# ---- uart_tx_buffer ----
==> src/rtl/uart_pkg.sv <==
// Shared UART definitions: transmit-pacing FSM states and common timing constants.
// Imported by the receiver, sender and transmit buffer.
package uart_pkg;

    localparam int DEPTH_LOG2_DEFAULT = 4;
    localparam int CLK_PER_HALF_BIT   = 868;

    typedef enum logic [1:0] {
        IDLE = 2'd0,
        SEND = 2'd1,
        HOLD = 2'd2
    } tx_state_t;

endpackage

==> src/rtl/byte_fifo.sv <==
// Synchronous byte FIFO with occupancy count. A push while full and a pop while empty
// are ignored. The read port is a combinational view of the head entry.
module byte_fifo
    import uart_pkg::*;
#(
    parameter int DEPTH_LOG2 = DEPTH_LOG2_DEFAULT
) (
    input  logic                  clk,
    input  logic                  rst,
    input  logic                  push,
    input  logic [7:0]            wr_data,
    input  logic                  pop,
    output logic [7:0]            rd_data,
    output logic [DEPTH_LOG2:0]   count,
    output logic                  full,
    output logic                  empty
);

    localparam int                   DEPTH      = 1 << DEPTH_LOG2;
    localparam logic [DEPTH_LOG2:0]  FULL_COUNT = (DEPTH_LOG2 + 1)'(DEPTH);
    localparam logic [DEPTH_LOG2:0]  CNT_ONE    = (DEPTH_LOG2 + 1)'(1);
    localparam logic [DEPTH_LOG2-1:0] PTR_ONE   = DEPTH_LOG2'(1);

    logic [7:0]            mem_r [DEPTH];
    logic [DEPTH_LOG2-1:0] wr_ptr_r;
    logic [DEPTH_LOG2-1:0] rd_ptr_r;
    logic [DEPTH_LOG2:0]   count_r;
    logic                  do_push_s;
    logic                  do_pop_s;

    assign full      = (count_r == FULL_COUNT);
    assign empty     = (count_r == {(DEPTH_LOG2 + 1){1'b0}});
    assign count     = count_r;
    assign rd_data   = mem_r[rd_ptr_r];
    assign do_push_s = push && !full;
    assign do_pop_s  = pop && !empty;

    // Storage is never reset; reset only discards it by zeroing the pointers.
    always_ff @(posedge clk) begin
        if (do_push_s) begin
            mem_r[wr_ptr_r] <= wr_data;
        end
    end

    // Pointer and occupancy bookkeeping.
    always_ff @(posedge clk) begin
        if (rst) begin
            wr_ptr_r <= {DEPTH_LOG2{1'b0}};
            rd_ptr_r <= {DEPTH_LOG2{1'b0}};
            count_r  <= {(DEPTH_LOG2 + 1){1'b0}};
        end else begin
            if (do_push_s) begin
                wr_ptr_r <= wr_ptr_r + PTR_ONE;
            end
            if (do_pop_s) begin
                rd_ptr_r <= rd_ptr_r + PTR_ONE;
            end
            case ({do_push_s, do_pop_s})
                2'b10:   count_r <= count_r + CNT_ONE;
                2'b01:   count_r <= count_r - CNT_ONE;
                default: count_r <= count_r;
            endcase
        end
    end

endmodule

==> src/rtl/uart_tx_buffer.sv <==
// Byte FIFO plus pacing FSM in front of the UART sender: buffers producer bursts and
// hands the sender one byte per valid_send pulse, with a sticky overflow flag.
module uart_tx_buffer
    import uart_pkg::*;
#(
    parameter int DEPTH_LOG2 = DEPTH_LOG2_DEFAULT
) (
    input  logic                 clk,
    input  logic                 rst,
    input  logic                 wr_valid,
    input  logic [7:0]           wr_data,
    output logic                 wr_ready,
    output logic [DEPTH_LOG2:0]  count,
    output logic                 overflow,
    output logic                 valid_send,
    output logic [7:0]           data_send,
    input  logic                 ready_send
);

    tx_state_t  state_r;
    tx_state_t  state_next_s;
    logic       valid_send_r;
    logic       valid_send_next_s;
    logic [7:0] data_send_r;
    logic [7:0] data_send_next_s;
    logic       overflow_r;
    logic       pop_s;
    logic       full_s;
    logic       empty_s;
    logic [7:0] head_s;

    byte_fifo #(
        .DEPTH_LOG2 (DEPTH_LOG2)
    ) u_fifo (
        .clk     (clk),
        .rst     (rst),
        .push    (wr_valid),
        .wr_data (wr_data),
        .pop     (pop_s),
        .rd_data (head_s),
        .count   (count),
        .full    (full_s),
        .empty   (empty_s)
    );

    // wr_ready depends on registered occupancy only, so a same-cycle pop never frees a slot.
    assign wr_ready   = !full_s;
    assign overflow   = overflow_r;
    assign valid_send = valid_send_r;
    assign data_send  = data_send_r;

    // Pacing decisions; HOLD masks the cycle in which the sender may still show ready.
    always_comb begin
        state_next_s      = state_r;
        valid_send_next_s = 1'b0;
        data_send_next_s  = data_send_r;
        pop_s             = 1'b0;
        case (state_r)
            IDLE: begin
                if (!empty_s && ready_send) begin
                    valid_send_next_s = 1'b1;
                    data_send_next_s  = head_s;
                    pop_s             = 1'b1;
                    state_next_s      = SEND;
                end else begin
                    state_next_s      = IDLE;
                end
            end
            SEND:    state_next_s = HOLD;
            HOLD:    state_next_s = IDLE;
            default: state_next_s = IDLE;
        endcase
    end

    // FSM state and registered sender handshake outputs.
    always_ff @(posedge clk) begin
        if (rst) begin
            state_r      <= IDLE;
            valid_send_r <= 1'b0;
            data_send_r  <= 8'h00;
        end else begin
            state_r      <= state_next_s;
            valid_send_r <= valid_send_next_s;
            data_send_r  <= data_send_next_s;
        end
    end

    // Sticky record of any refused write.
    always_ff @(posedge clk) begin
        if (rst) begin
            overflow_r <= 1'b0;
        end else if (wr_valid && !wr_ready) begin
            overflow_r <= 1'b1;
        end else begin
            overflow_r <= overflow_r;
        end
    end

endmodule

==> config.mk <==
export PLATFORM = sky130hd
export DESIGN_NAME = uart_tx_buffer
export DESIGN_NICKNAME = d
export VERILOG_FILES = /design/src/rtl/uart_pkg.sv /design/src/rtl/byte_fifo.sv /design/src/rtl/uart_tx_buffer.sv
export SDC_FILE = /design/constraint.sdc
export NUM_CORES = 1
export LEC_CHECK = 0
export CORE_MARGIN = 8
export CORE_UTILIZATION = 60
export DETAILED_ROUTE_END_ITERATION = 10
export PLACE_DENSITY_LB_ADDON = 0.2
export SLEW_MARGIN = 5
export SYNTH_ARGS = -nofsm -noshare
export SYNTH_HDL_FRONTEND = slang
export SYNTH_SLANG_ARGS = --single-unit
==> constraint.sdc <==
create_clock -name clk -period 6.3 [get_ports clk]
set_input_delay 0.63 -clock clk [delete_from_list [all_inputs] [get_ports clk]]
set_output_delay 0.63 -clock clk [all_outputs]
set_load 0.1 [all_outputs]
# ---- shift_add_mul_ctrl ----
--- src/rtl/shift_add_mul_ctrl_pkg.sv ---
// shift_add_mul_ctrl_pkg: shared widths, step count and state encoding
package shift_add_mul_ctrl_pkg;
   localparam int WIDTH      = 4;
   localparam int PWIDTH     = 8;
   localparam int CALC_STEPS = 4;
   typedef enum logic [1:0] {
      IDLE = 2'b00,
      CALC = 2'b01,
      DONE = 2'b10
   } state_t;
endpackage

--- src/rtl/shift_add_mul_ctrl_adder4.sv ---
// adder4: 4-bit ripple adder with carry out, built from half-adder cells
module half_adder (
   input  logic x,
   input  logic y,
   output logic s,
   output logic c
);
   assign s = x ^ y;
   assign c = x & y;
endmodule

module adder4 (
   input  logic [3:0] a,
   input  logic [3:0] b,
   output logic [4:0] sum
);
   logic [4:0] c;
   logic [3:0] s1, c1, c2;
   assign c[0] = 1'b0;
   for (genvar i = 0; i < 4; i++) begin : g_bit
      half_adder h0 (.x(a[i]), .y(b[i]), .s(s1[i]), .c(c1[i]));
      half_adder h1 (.x(s1[i]), .y(c[i]), .s(sum[i]), .c(c2[i]));
      assign c[i+1] = c1[i] | c2[i];
   end
   assign sum[4] = c[4];
endmodule

--- src/rtl/shift_add_mul_ctrl.sv ---
// shift_add_mul_ctrl: sequential shift-and-add unsigned multiplier, 4 CALC cycles
module shift_add_mul_ctrl
   import shift_add_mul_ctrl_pkg::*;
#(
   parameter int W = WIDTH
) (
   input  logic             clk,
   input  logic             rst_n,
   input  logic             start,
   input  logic [W-1:0]     a,
   input  logic [W-1:0]     b,
   output logic             busy,
   output logic             done,
   output logic [2*W-1:0]   p
);
   state_t           state, state_nxt;
   logic [W-1:0]     mcand;
   logic [2*W-1:0]   acc, acc_nxt;
   logic [1:0]       step;
   logic [W:0]       sum;
   logic             last;

   adder4 u_add (.a(acc[2*W-1:W]), .b(acc[0] ? mcand : '0), .sum(sum));

   assign acc_nxt = {sum, acc[W-1:1]};
   assign last    = step == 2'(CALC_STEPS - 1);
   assign busy    = state == CALC;
   assign done    = state == DONE;

   // state register; reset and the unused encoding both land in IDLE
   always_ff @(posedge clk) begin
      state <= !rst_n ? IDLE : state_nxt;
   end

   // next state: accept start in IDLE, run CALC_STEPS steps, one DONE cycle
   always_comb begin
      state_nxt = IDLE;
      case (state)
         IDLE:    state_nxt = start ? CALC : IDLE;
         CALC:    state_nxt = last ? DONE : CALC;
         default: state_nxt = IDLE;
      endcase
   end

   // datapath: load operands on accept, shift-add in CALC, latch product on last step
   always_ff @(posedge clk) begin
      if (!rst_n) begin
         mcand <= '0;
         acc   <= '0;
         step  <= '0;
         p     <= '0;
      end else if (state == IDLE && start) begin
         mcand <= a;
         acc   <= {{W{1'b0}}, b};
         step  <= '0;
      end else if (state == CALC) begin
         acc  <= acc_nxt;
         step <= step + 2'd1;
         if (last) p <= acc_nxt;
      end
   end
endmodule
--- config.mk ---
export PLATFORM = sky130hd
export DESIGN_NAME = shift_add_mul_ctrl
export DESIGN_NICKNAME = d
export VERILOG_FILES = /design/src/rtl/shift_add_mul_ctrl_pkg.sv /design/src/rtl/shift_add_mul_ctrl_adder4.sv /design/src/rtl/shift_add_mul_ctrl.sv
export SDC_FILE = /design/constraint.sdc
export NUM_CORES = 1
export LEC_CHECK = 0
export CORE_MARGIN = 3
export CORE_UTILIZATION = 42
export CTS_CLUSTER_DIAMETER = 150
export DETAILED_ROUTE_END_ITERATION = 16
export HOLD_SLACK_MARGIN = 0.15
export PLACE_DENSITY = 0.67
export SYNTH_ARGS = -nofsm -noshare
export SYNTH_HDL_FRONTEND = slang
export SYNTH_SLANG_ARGS = --single-unit
--- constraint.sdc ---
create_clock -name clk -period 2.79 [get_ports clk]
set_input_delay 0.558 -clock clk [delete_from_list [all_inputs] [get_ports clk]]
set_output_delay 0.558 -clock clk [all_outputs]
set_load 0.005 [all_outputs]
# ---- adder_mul_ctrl ----
### src/rtl/adder_mul_ctrl.sv
// adder_mul_ctrl: iterative shift-and-add multiply sequencer that borrows the
// core's parallel-prefix adder for WIDTH cycles per request and returns the
// full 2*WIDTH-bit product over a valid/ready handshake.
// Optional feature macro: MUL_SIGNED_EN adds the in_signed port and
// two's-complement multiplication. The default build is unsigned only.

`ifndef INPUTSIZE
`define INPUTSIZE 32
`endif

module adder_mul_ctrl #(
    parameter int WIDTH = `INPUTSIZE
) (
    input  logic               clk,
    input  logic               rst,
    input  logic               in_valid,
    output logic               in_ready,
    input  logic [WIDTH-1:0]   in_mcand,
    input  logic [WIDTH-1:0]   in_mplier,
`ifdef MUL_SIGNED_EN
    input  logic               in_signed,
`endif
    input  logic               flush,
    output logic [WIDTH-1:0]   adder_a,
    output logic [WIDTH-1:0]   adder_b,
    output logic               adder_cin,
    input  logic [WIDTH-1:0]   adder_sum,
    input  logic               adder_cout,
    output logic               out_valid,
    input  logic               out_ready,
    output logic [2*WIDTH-1:0] out_prod,
    output logic               busy
);

    localparam int CNT_W = (WIDTH > 1) ? $clog2(WIDTH) : 1;
    localparam logic [CNT_W-1:0] CNT_LAST = CNT_W'(WIDTH - 1);

    typedef enum logic [1:0] {
        IDLE = 2'd0,
        CALC = 2'd1,
        DONE = 2'd2
    } state_t;

    state_t             state, state_nxt;
    logic [WIDTH-1:0]   hi, lo, mcand;
    logic [CNT_W-1:0]   cnt;
    logic               sgn;
    logic               ext;
    logic               accept;
    logic               last;

    // A request is only taken in IDLE and never in a flush cycle.
    assign accept = in_valid && (state == IDLE) && !flush;
    assign last   = (cnt == CNT_LAST);

    // State register.
    // NOTE: sequential state is always assigned with <= so every flop samples
    // the pre-edge values regardless of statement order.
    always_ff @(posedge clk) begin
        if (rst) begin
            state <= IDLE;
        end else begin
            state <= state_nxt;
        end
    end

    // Next-state logic; flush wins over every other transition.
    // NOTE: each combinational output gets a default first so no path leaves
    // it unassigned, which would otherwise infer a latch.
    always_comb begin
        state_nxt = state;
        unique case (state)
            IDLE:    if (accept)    state_nxt = CALC;
            CALC:    if (last)      state_nxt = DONE;
            DONE:    if (out_ready) state_nxt = IDLE;
            default:                state_nxt = IDLE;
        endcase
        if (flush) begin
            state_nxt = IDLE;
        end
    end

    // Handshake, status and adder operand outputs; operands idle at 0 outside CALC.
    always_comb begin
        in_ready  = (state == IDLE);
        out_valid = (state == DONE);
        busy      = (state == CALC) || (state == DONE);
        out_prod  = '0;
        adder_a   = '0;
        adder_b   = '0;
        adder_cin = 1'b0;
        ext       = adder_cout;
        if (state == DONE) begin
            out_prod = {hi, lo};
        end
        if (state == CALC) begin
            adder_a = hi;
            adder_b = lo[0] ? mcand : '0;
`ifdef MUL_SIGNED_EN
            // The multiplier's sign bit carries weight -2^(WIDTH-1), so the
            // last partial product is subtracted instead of added.
            if (sgn && last && lo[0]) begin
                adder_b   = ~mcand;
                adder_cin = 1'b1;
            end
            // Signed partial sums need the true sign of the WIDTH+1-bit result.
            if (sgn) begin
                ext = adder_a[WIDTH-1] ^ adder_b[WIDTH-1] ^ adder_cout;
            end
`endif
        end
    end

    // Datapath: load on acceptance, then shift the accumulated sum right each CALC cycle.
    // NOTE: every datapath register is cleared by the synchronous reset so the
    // product output and operand muxes come up at a defined zero.
    always_ff @(posedge clk) begin
        if (rst) begin
            hi    <= '0;
            lo    <= '0;
            mcand <= '0;
            cnt   <= '0;
        end else if (accept) begin
            hi    <= '0;
            lo    <= in_mplier;
            mcand <= in_mcand;
            cnt   <= '0;
        end else if (state == CALC) begin
            hi <= {ext, adder_sum[WIDTH-1:1]};
            lo <= {adder_sum[0], lo[WIDTH-1:1]};
            if (!last) begin
                cnt <= cnt + 1'b1;
            end
        end
    end

`ifdef MUL_SIGNED_EN
    // Signedness of the request in flight.
    always_ff @(posedge clk) begin
        if (rst) begin
            sgn <= 1'b0;
        end else if (accept) begin
            sgn <= in_signed;
        end
    end
`else
    assign sgn = 1'b0;
`endif

endmodule
### config.mk
export PLATFORM = sky130hd
export DESIGN_NAME = adder_mul_ctrl
export DESIGN_NICKNAME = d
export VERILOG_FILES = /design/src/rtl/adder_mul_ctrl.sv
export SDC_FILE = /design/constraint.sdc
export NUM_CORES = 1
export LEC_CHECK = 0
export CORE_AREA = 2 2 118 120
export CTS_BUF_LIST = sky130_fd_sc_hd__clkbuf_8
export CTS_CLUSTER_DIAMETER = 80
export DETAILED_ROUTE_END_ITERATION = 7
export DIE_AREA = 0 0 120 122
export GPL_TIMING_DRIVEN = 0
export PLACE_DENSITY = 0.78
export SLEW_MARGIN = 20
export SYNTH_ARGS = -nofsm -noshare
export SYNTH_HDL_FRONTEND = slang
export SYNTH_SLANG_ARGS = --single-unit
export TNS_END_PERCENT = 10
### constraint.sdc
create_clock -name clk -period 1.53 [get_ports clk]
set_input_delay 0.306 -clock clk [delete_from_list [all_inputs] [get_ports clk]]
set_output_delay 0.306 -clock clk [all_outputs]
set_load 0.1 [all_outputs]
### Register map, names as in the netlist, adder_mul_ctrl

Scale bar: 20 um. Other sequential cells in the stronger gray, the rest of the logic in the fainter gray.
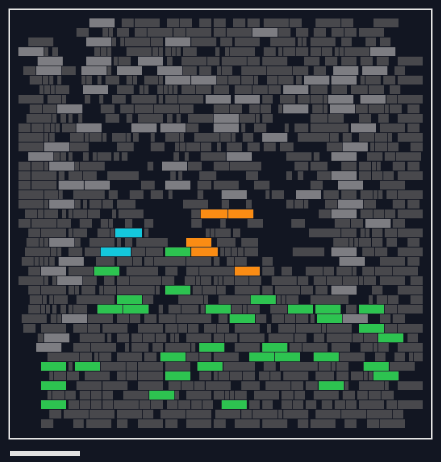
Key: cnt = orange [placed flops 5, where middle]; hi = green [placed flops 32, where a horizontal strip, bottom]; state = cyan [placed flops 2]
Register Area: 2070 um2
fraction of area in registers: 0.201
share of the core filled with cells in the final layout: 0.762
power dissipated in sequential cells: 2.92 mW

==> results.py, adder_mul_ctrl <==
# Metrics from the implementation run
metrics = {
    "final_layout": {
        "final_cell_mix": "132 x sky130_fd_sc_hd__buf_12, 101 x sky130_fd_sc_hd__clkdlybuf4s50_1, 99 x sky130_fd_sc_hd__dfxtp_1",
        "clk_share": 0.0285,
        "n_multi_input_combinational_cell": 420,
        "nNonClkBuffers": 302,
    },
    "placed_design": {
        "dp_worst_setup_slack_ns": -1.40,
        "gp_routability_congestion": 0.833,
    },
    "grt": {
        "met1_capacity_usage_during_global_routing": 0.284,
        "pin_count_of_the_biggest_net_entering_global_routing": 17,
    },
    "clock_network": {
        "longest_clk_path_bufs": 2,
        "cts_tree": "done",
    },
    "outcome": {
        "failed_checks": "negative setup slack",
        "run_status": "finished with violations",
    },
    "detailed_routing": {
        "drt-wirelength-per-cell_um": 18.4,
        "drtIter0Drc": 167,
        "detail-route-antenna-nets": 0,
    },
    "setup_path": {
        "crit_end": "out_prod[34]",
        "worst-path-max-fanout": 6,
        "regToRegSetupSlack_ns": -0.17,
        "cp.depth": 6,
    },
    "final_timing": {
        "setup_ws_ns": -0.474,
        "setup-violations-final": 158,
    },
    "logic_synthesis": {
        "synthesis.instances": 578,
        "yosys_cells": 578,
    },
    "pwr": {
        "p_per_area_nw_per_um2": 639,
    },
}
adder_mul_ctrl: cells in the mapped netlist, drive strengths merged:
master,n
dfxtp,103
and2,96
nand2,70
nor2,67
mux2i,65
a21oi,35
a211oi,33
and3,33
buf,30
clkbuf,22
ha,5
inv,3
nand2b,3
nand3b,2
nor2b,2
and3b,1
conb,1
nand3,1
o21ai,1
o311a,1
o31ai,1
or3,1
xnor2,1
xor2,1
adder_mul_ctrl: cells by family (layout without fill, tap and decap cells):
| kind of cell | count (synthesis) | in the layout | share of synthesized area |
|---|---|---|---|
| other | 1 | 1 | 0.000730 |
| AND/OR/NAND/NOR | 276 | 276 | 0.273 |
| buffers and inverters | 55 | 321 | 0.0648 |
| AND-OR/OR-AND | 71 | 71 | 0.118 |
| multiplexers | 65 | 65 | 0.127 |
| flip-flops | 103 | 103 | 0.402 |
| XOR/XNOR | 2 | 2 | 0.00341 |
| adder cells (fa/ha/maj) | 5 | 5 | 0.0122 |
adder_mul_ctrl: repair_timing:
action	CTS	global route
endpoints found under the setup margin	177	224
cloned	14	0
setup buffers	4	1
pin swaps	12	0
hold buffers	0	0
resized	1319	46
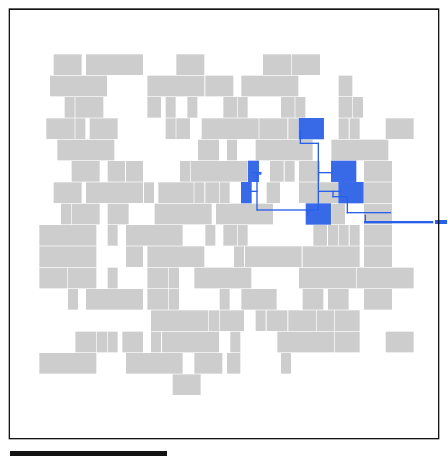
*Nets reached from selected ports, shift_add_mul_ctrl*
Scale bar: 20 um.
Key: rst_n = blue [bits 1, direction input, edge right, end cells 6, buffers 1, wire 52.3 um]
boundary pin count: 21
count of port buffers added during placement: 20

==> results.py, shift_add_mul_ctrl <==
# Metrics from the implementation run
metrics = {
    "clock_network": {
        "cts_root_buf": "sky130_fd_sc_hd__clkbuf_4",
        "clock.latency.late_pin_ns": 0.31,
        "cts_resized": 0,
        "post_cts_setup_buffer_count": 0,
    },
    "die": {
        "chipHeight_um": 54.6,
    },
    "setup_path": {
        "path_class": "reg2out",
        "ff2ff_path_depth": 7,
        "critPathMaxStageDelay_ns": 0.54,
    },
    "final_timing": {
        "max-slew-margin-rel": 0.675,
        "layout_min_cycle_time_ns": 2.32,
    },
    "logic_synthesis": {
        "yosysWarnings": 0,
    },
    "final_layout": {
        "inv_count": 8,
        "signal_buffer_area_fraction": 0.162,
        "layout-drive-gt1-share": 0.0547,
        "n_antenna_cell": 0,
    },
    "run": {
        "tool_warnings": 26,
    },
    "outcome": {
        "run_status": "completed",
    },
    "placed_design": {
        "placement.cell_area_um2": 1200,
    },
    "grt": {
        "globalRouteTotalUtil": 0.153,
    },
    "pwr": {
        "p_per_area_nw_per_um2": 500,
    },
}
## shift_add_mul_ctrl: routing by layer
layer | wire length, um | part of all wire
met5 | 0 | 0
met4 | 0 | 0
met3 | 122 | 0.063
met2 | 876 | 0.46
met1 | 923 | 0.48
## shift_add_mul_ctrl: per-stage QoR
step / hold slack, ns / instances
floorplan: 0.437 / 108
global placement: 0.442 / 151
detailed placement: 0.449 / 151
CTS: 0.467 / 155
global route: 0.489 / 155
finish: 0.467 / 155
## shift_add_mul_ctrl: registers in the layout, indices dropped and copies added, names as in the netlist
register,count
state,2
acc,8
step,2
p,8
mcand,4
## shift_add_mul_ctrl: report_power, final
group	internal (mW)	switching (mW)
registers	0.357	0.00996
logic	0.0332	0.0354
clock network	0.0797	0.103
## shift_add_mul_ctrl: cells by family after synthesis
family	Yosys count	share of synthesized area
adders and majority gates	5	0.0859
buffers and inverters	12	0.0556
muxes	4	0.0404
DFF	24	0.485
and+or+nand+nor	39	0.178
xor gates and xnor gates	1	0.00884
AOI/OAI and AO/OA	23	0.146
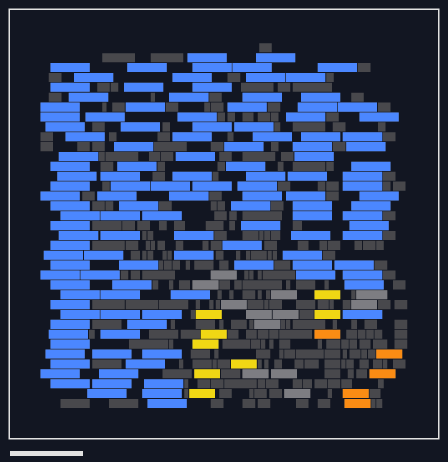
*Register map, names as in the netlist, uart_tx_buffer*
Scale bar: 20 um. Other sequential cells in the stronger gray, the rest of the logic in the fainter gray.
Key: data_send = yellow [placed flops 8, where bottom middle]; u_fifo.count = orange [placed flops 5, where bottom right]; u_fifo.mem_r = blue [placed flops 128, where all over the die]
fraction of area in registers: 0.609
Register Area: 4350 um2
share of the core filled with cells in the final layout: 0.701
power dissipated in sequential cells: 1.23 mW

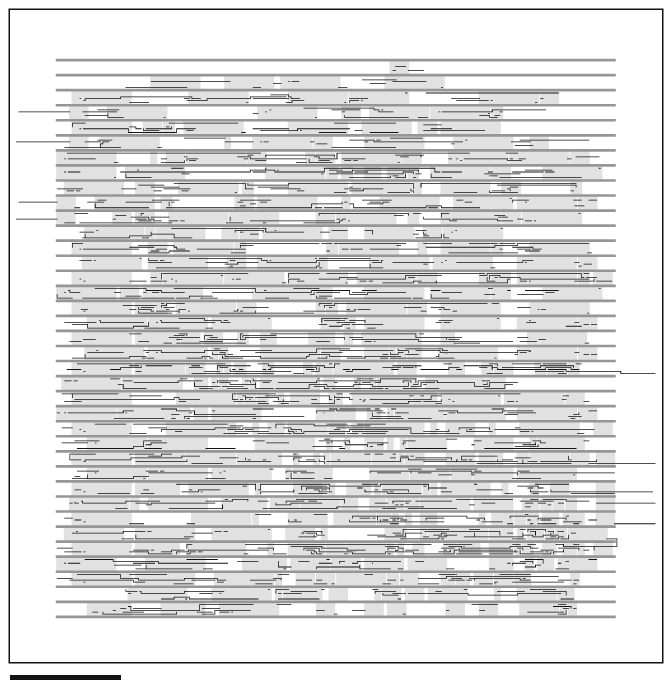
*M1 wires, uart_tx_buffer*
Scale bar: 20 um. Supply wires on this layer in gray. Cells faint in the background.
The layer carries 5100 um of wire. 412 nets have wire on it. The longest straight run is 35.0 um. The layer holds 43% of the routed length. The wires run mostly horizontal.
total detailed-routing wirelength: 11800 um
met1 capacity usage during global routing: 0.235
routed vias: 3267

==> results.py, uart_tx_buffer <==
# Metrics from the implementation run
metrics = {
    "final_layout": {
        "layout-drive-gt1-share": 0.133,
        "num-clock-buffers": 18,
        "n_antenna_cell": 0,
        "finish.instance_area_um2": 7140,
        "area_growth_pct": 14.7,
    },
    "outcome": {
        "run_status": "completed",
    },
    "final_timing": {
        "max-slew-margin-rel": 0.200,
        "unrepaired_setup_endpoints_after_global_routing": "no",
        "worst_pin_slew_ns": 1.20,
    },
    "hold_path": {
        "timing.hold.worst_path_depth": 1,
    },
    "pwr": {
        "p_per_area_nw_per_um2": 421,
    },
    "logic_synthesis": {
        "mux_area_frac": 0.115,
        "synth.cell_area_um2": 6220,
    },
    "clock_network": {
        "cts_hold_buffers": 0,
    },
    "setup_path": {
        "regToRegEndpoint": "u_fifo.count[4]$_SDFFE_PP0P_",
        "ff2ff_path_depth": 9,
    },
}
==> uart_tx_buffer: worst max path at each step <==
stage               slack (ns)  cells after the start                      endpoint                          from
global placement          2.18                     10  u_fifo.count[4]$_SDFFE_PP0P_                    ready_send
detailed placement        1.99                     10  u_fifo.count[4]$_SDFFE_PP0P_                    ready_send
finish                    2.50                     10  u_fifo.count[4]$_SDFFE_PP0P_                    ready_send
CTS                       2.55                     10  u_fifo.count[4]$_SDFFE_PP0P_                    ready_send
global route              2.29                     10  u_fifo.count[4]$_SDFFE_PP0P_                    ready_send
floorplan                 2.73                     12  u_fifo.count[4]$_SDFFE_PP0P_  u_fifo.count[4]$_SDFFE_PP0P_
==> uart_tx_buffer: per-layer routing <==
metal  part of all wire  track usage  vias up
met5                  0            0        -
met4              0.015       0.0697        0
met3              0.053       0.0460       14
met2               0.50        0.292       79
met1               0.43        0.235     1615
li1                   -            -     1559
==> uart_tx_buffer: where the power goes <==
part | internal (mW) | switching (mW) | leakage, nW | total, mW
registers | 1.17 | 0.0654 | 1.36 | 1.23
logic | 0.221 | 0.539 | 0.580 | 0.760
clock network | 0.638 | 0.377 | 0.286 | 1.01

==> gallery <==
Wiring by layer.
Only two layers are drawn.
(a)
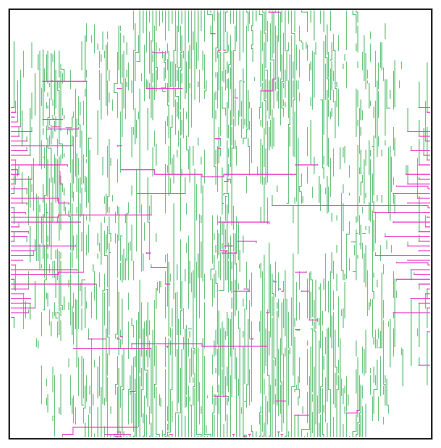
(b)
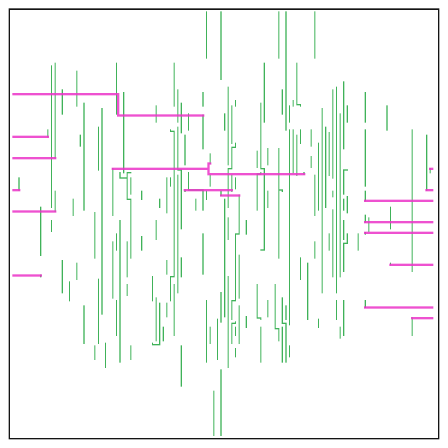
(c)
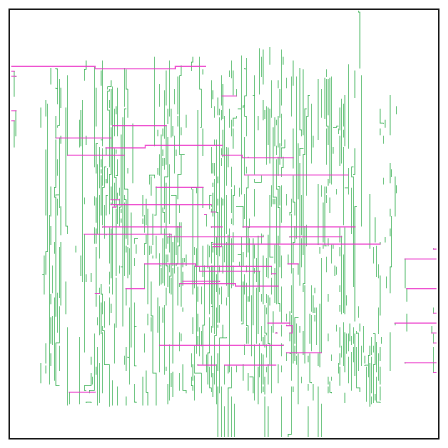
adder_mul_ctrl -> (a)
shift_add_mul_ctrl -> (b)
uart_tx_buffer -> (c)

Key to (b):
Key: met3 = magenta [wire length 123 um]; met2 = green [wire length 877 um]



==> layout pictures side by side <==
Track usage over the die.
panel A
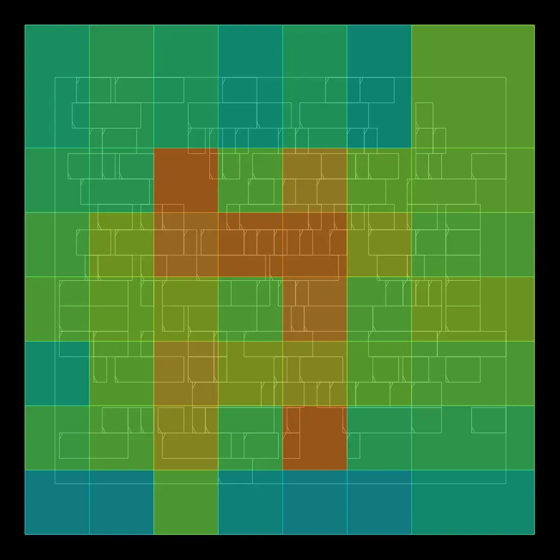
panel B
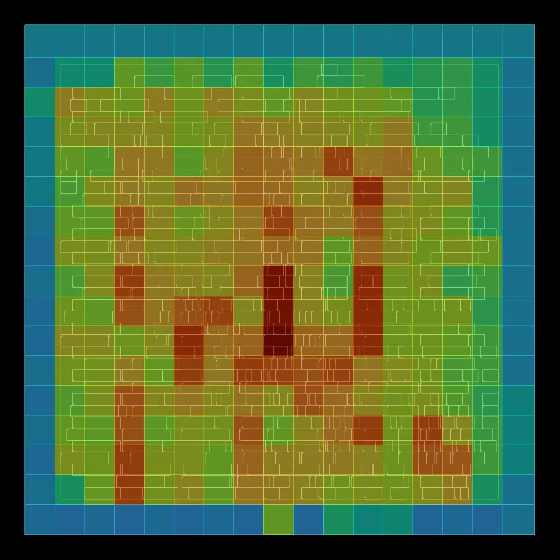
panel C
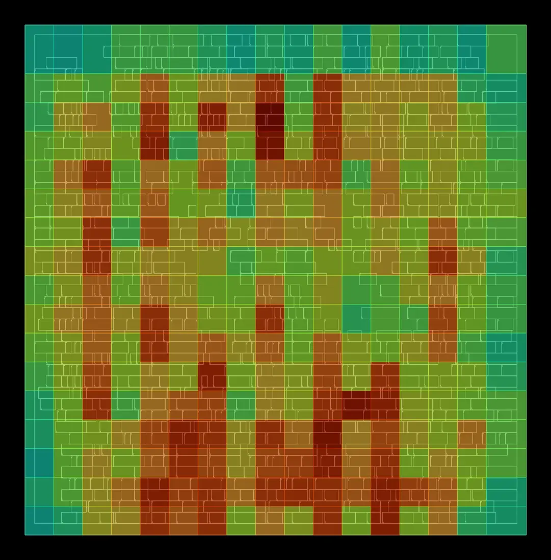
- least wire per cell: panel A
- lowest track usage: panel A
| from | picture |
|---|---|
| shift_add_mul_ctrl | panel A |
| uart_tx_buffer | panel B |
| adder_mul_ctrl | panel C |

Power is estimated from default activity; no workload was simulated.
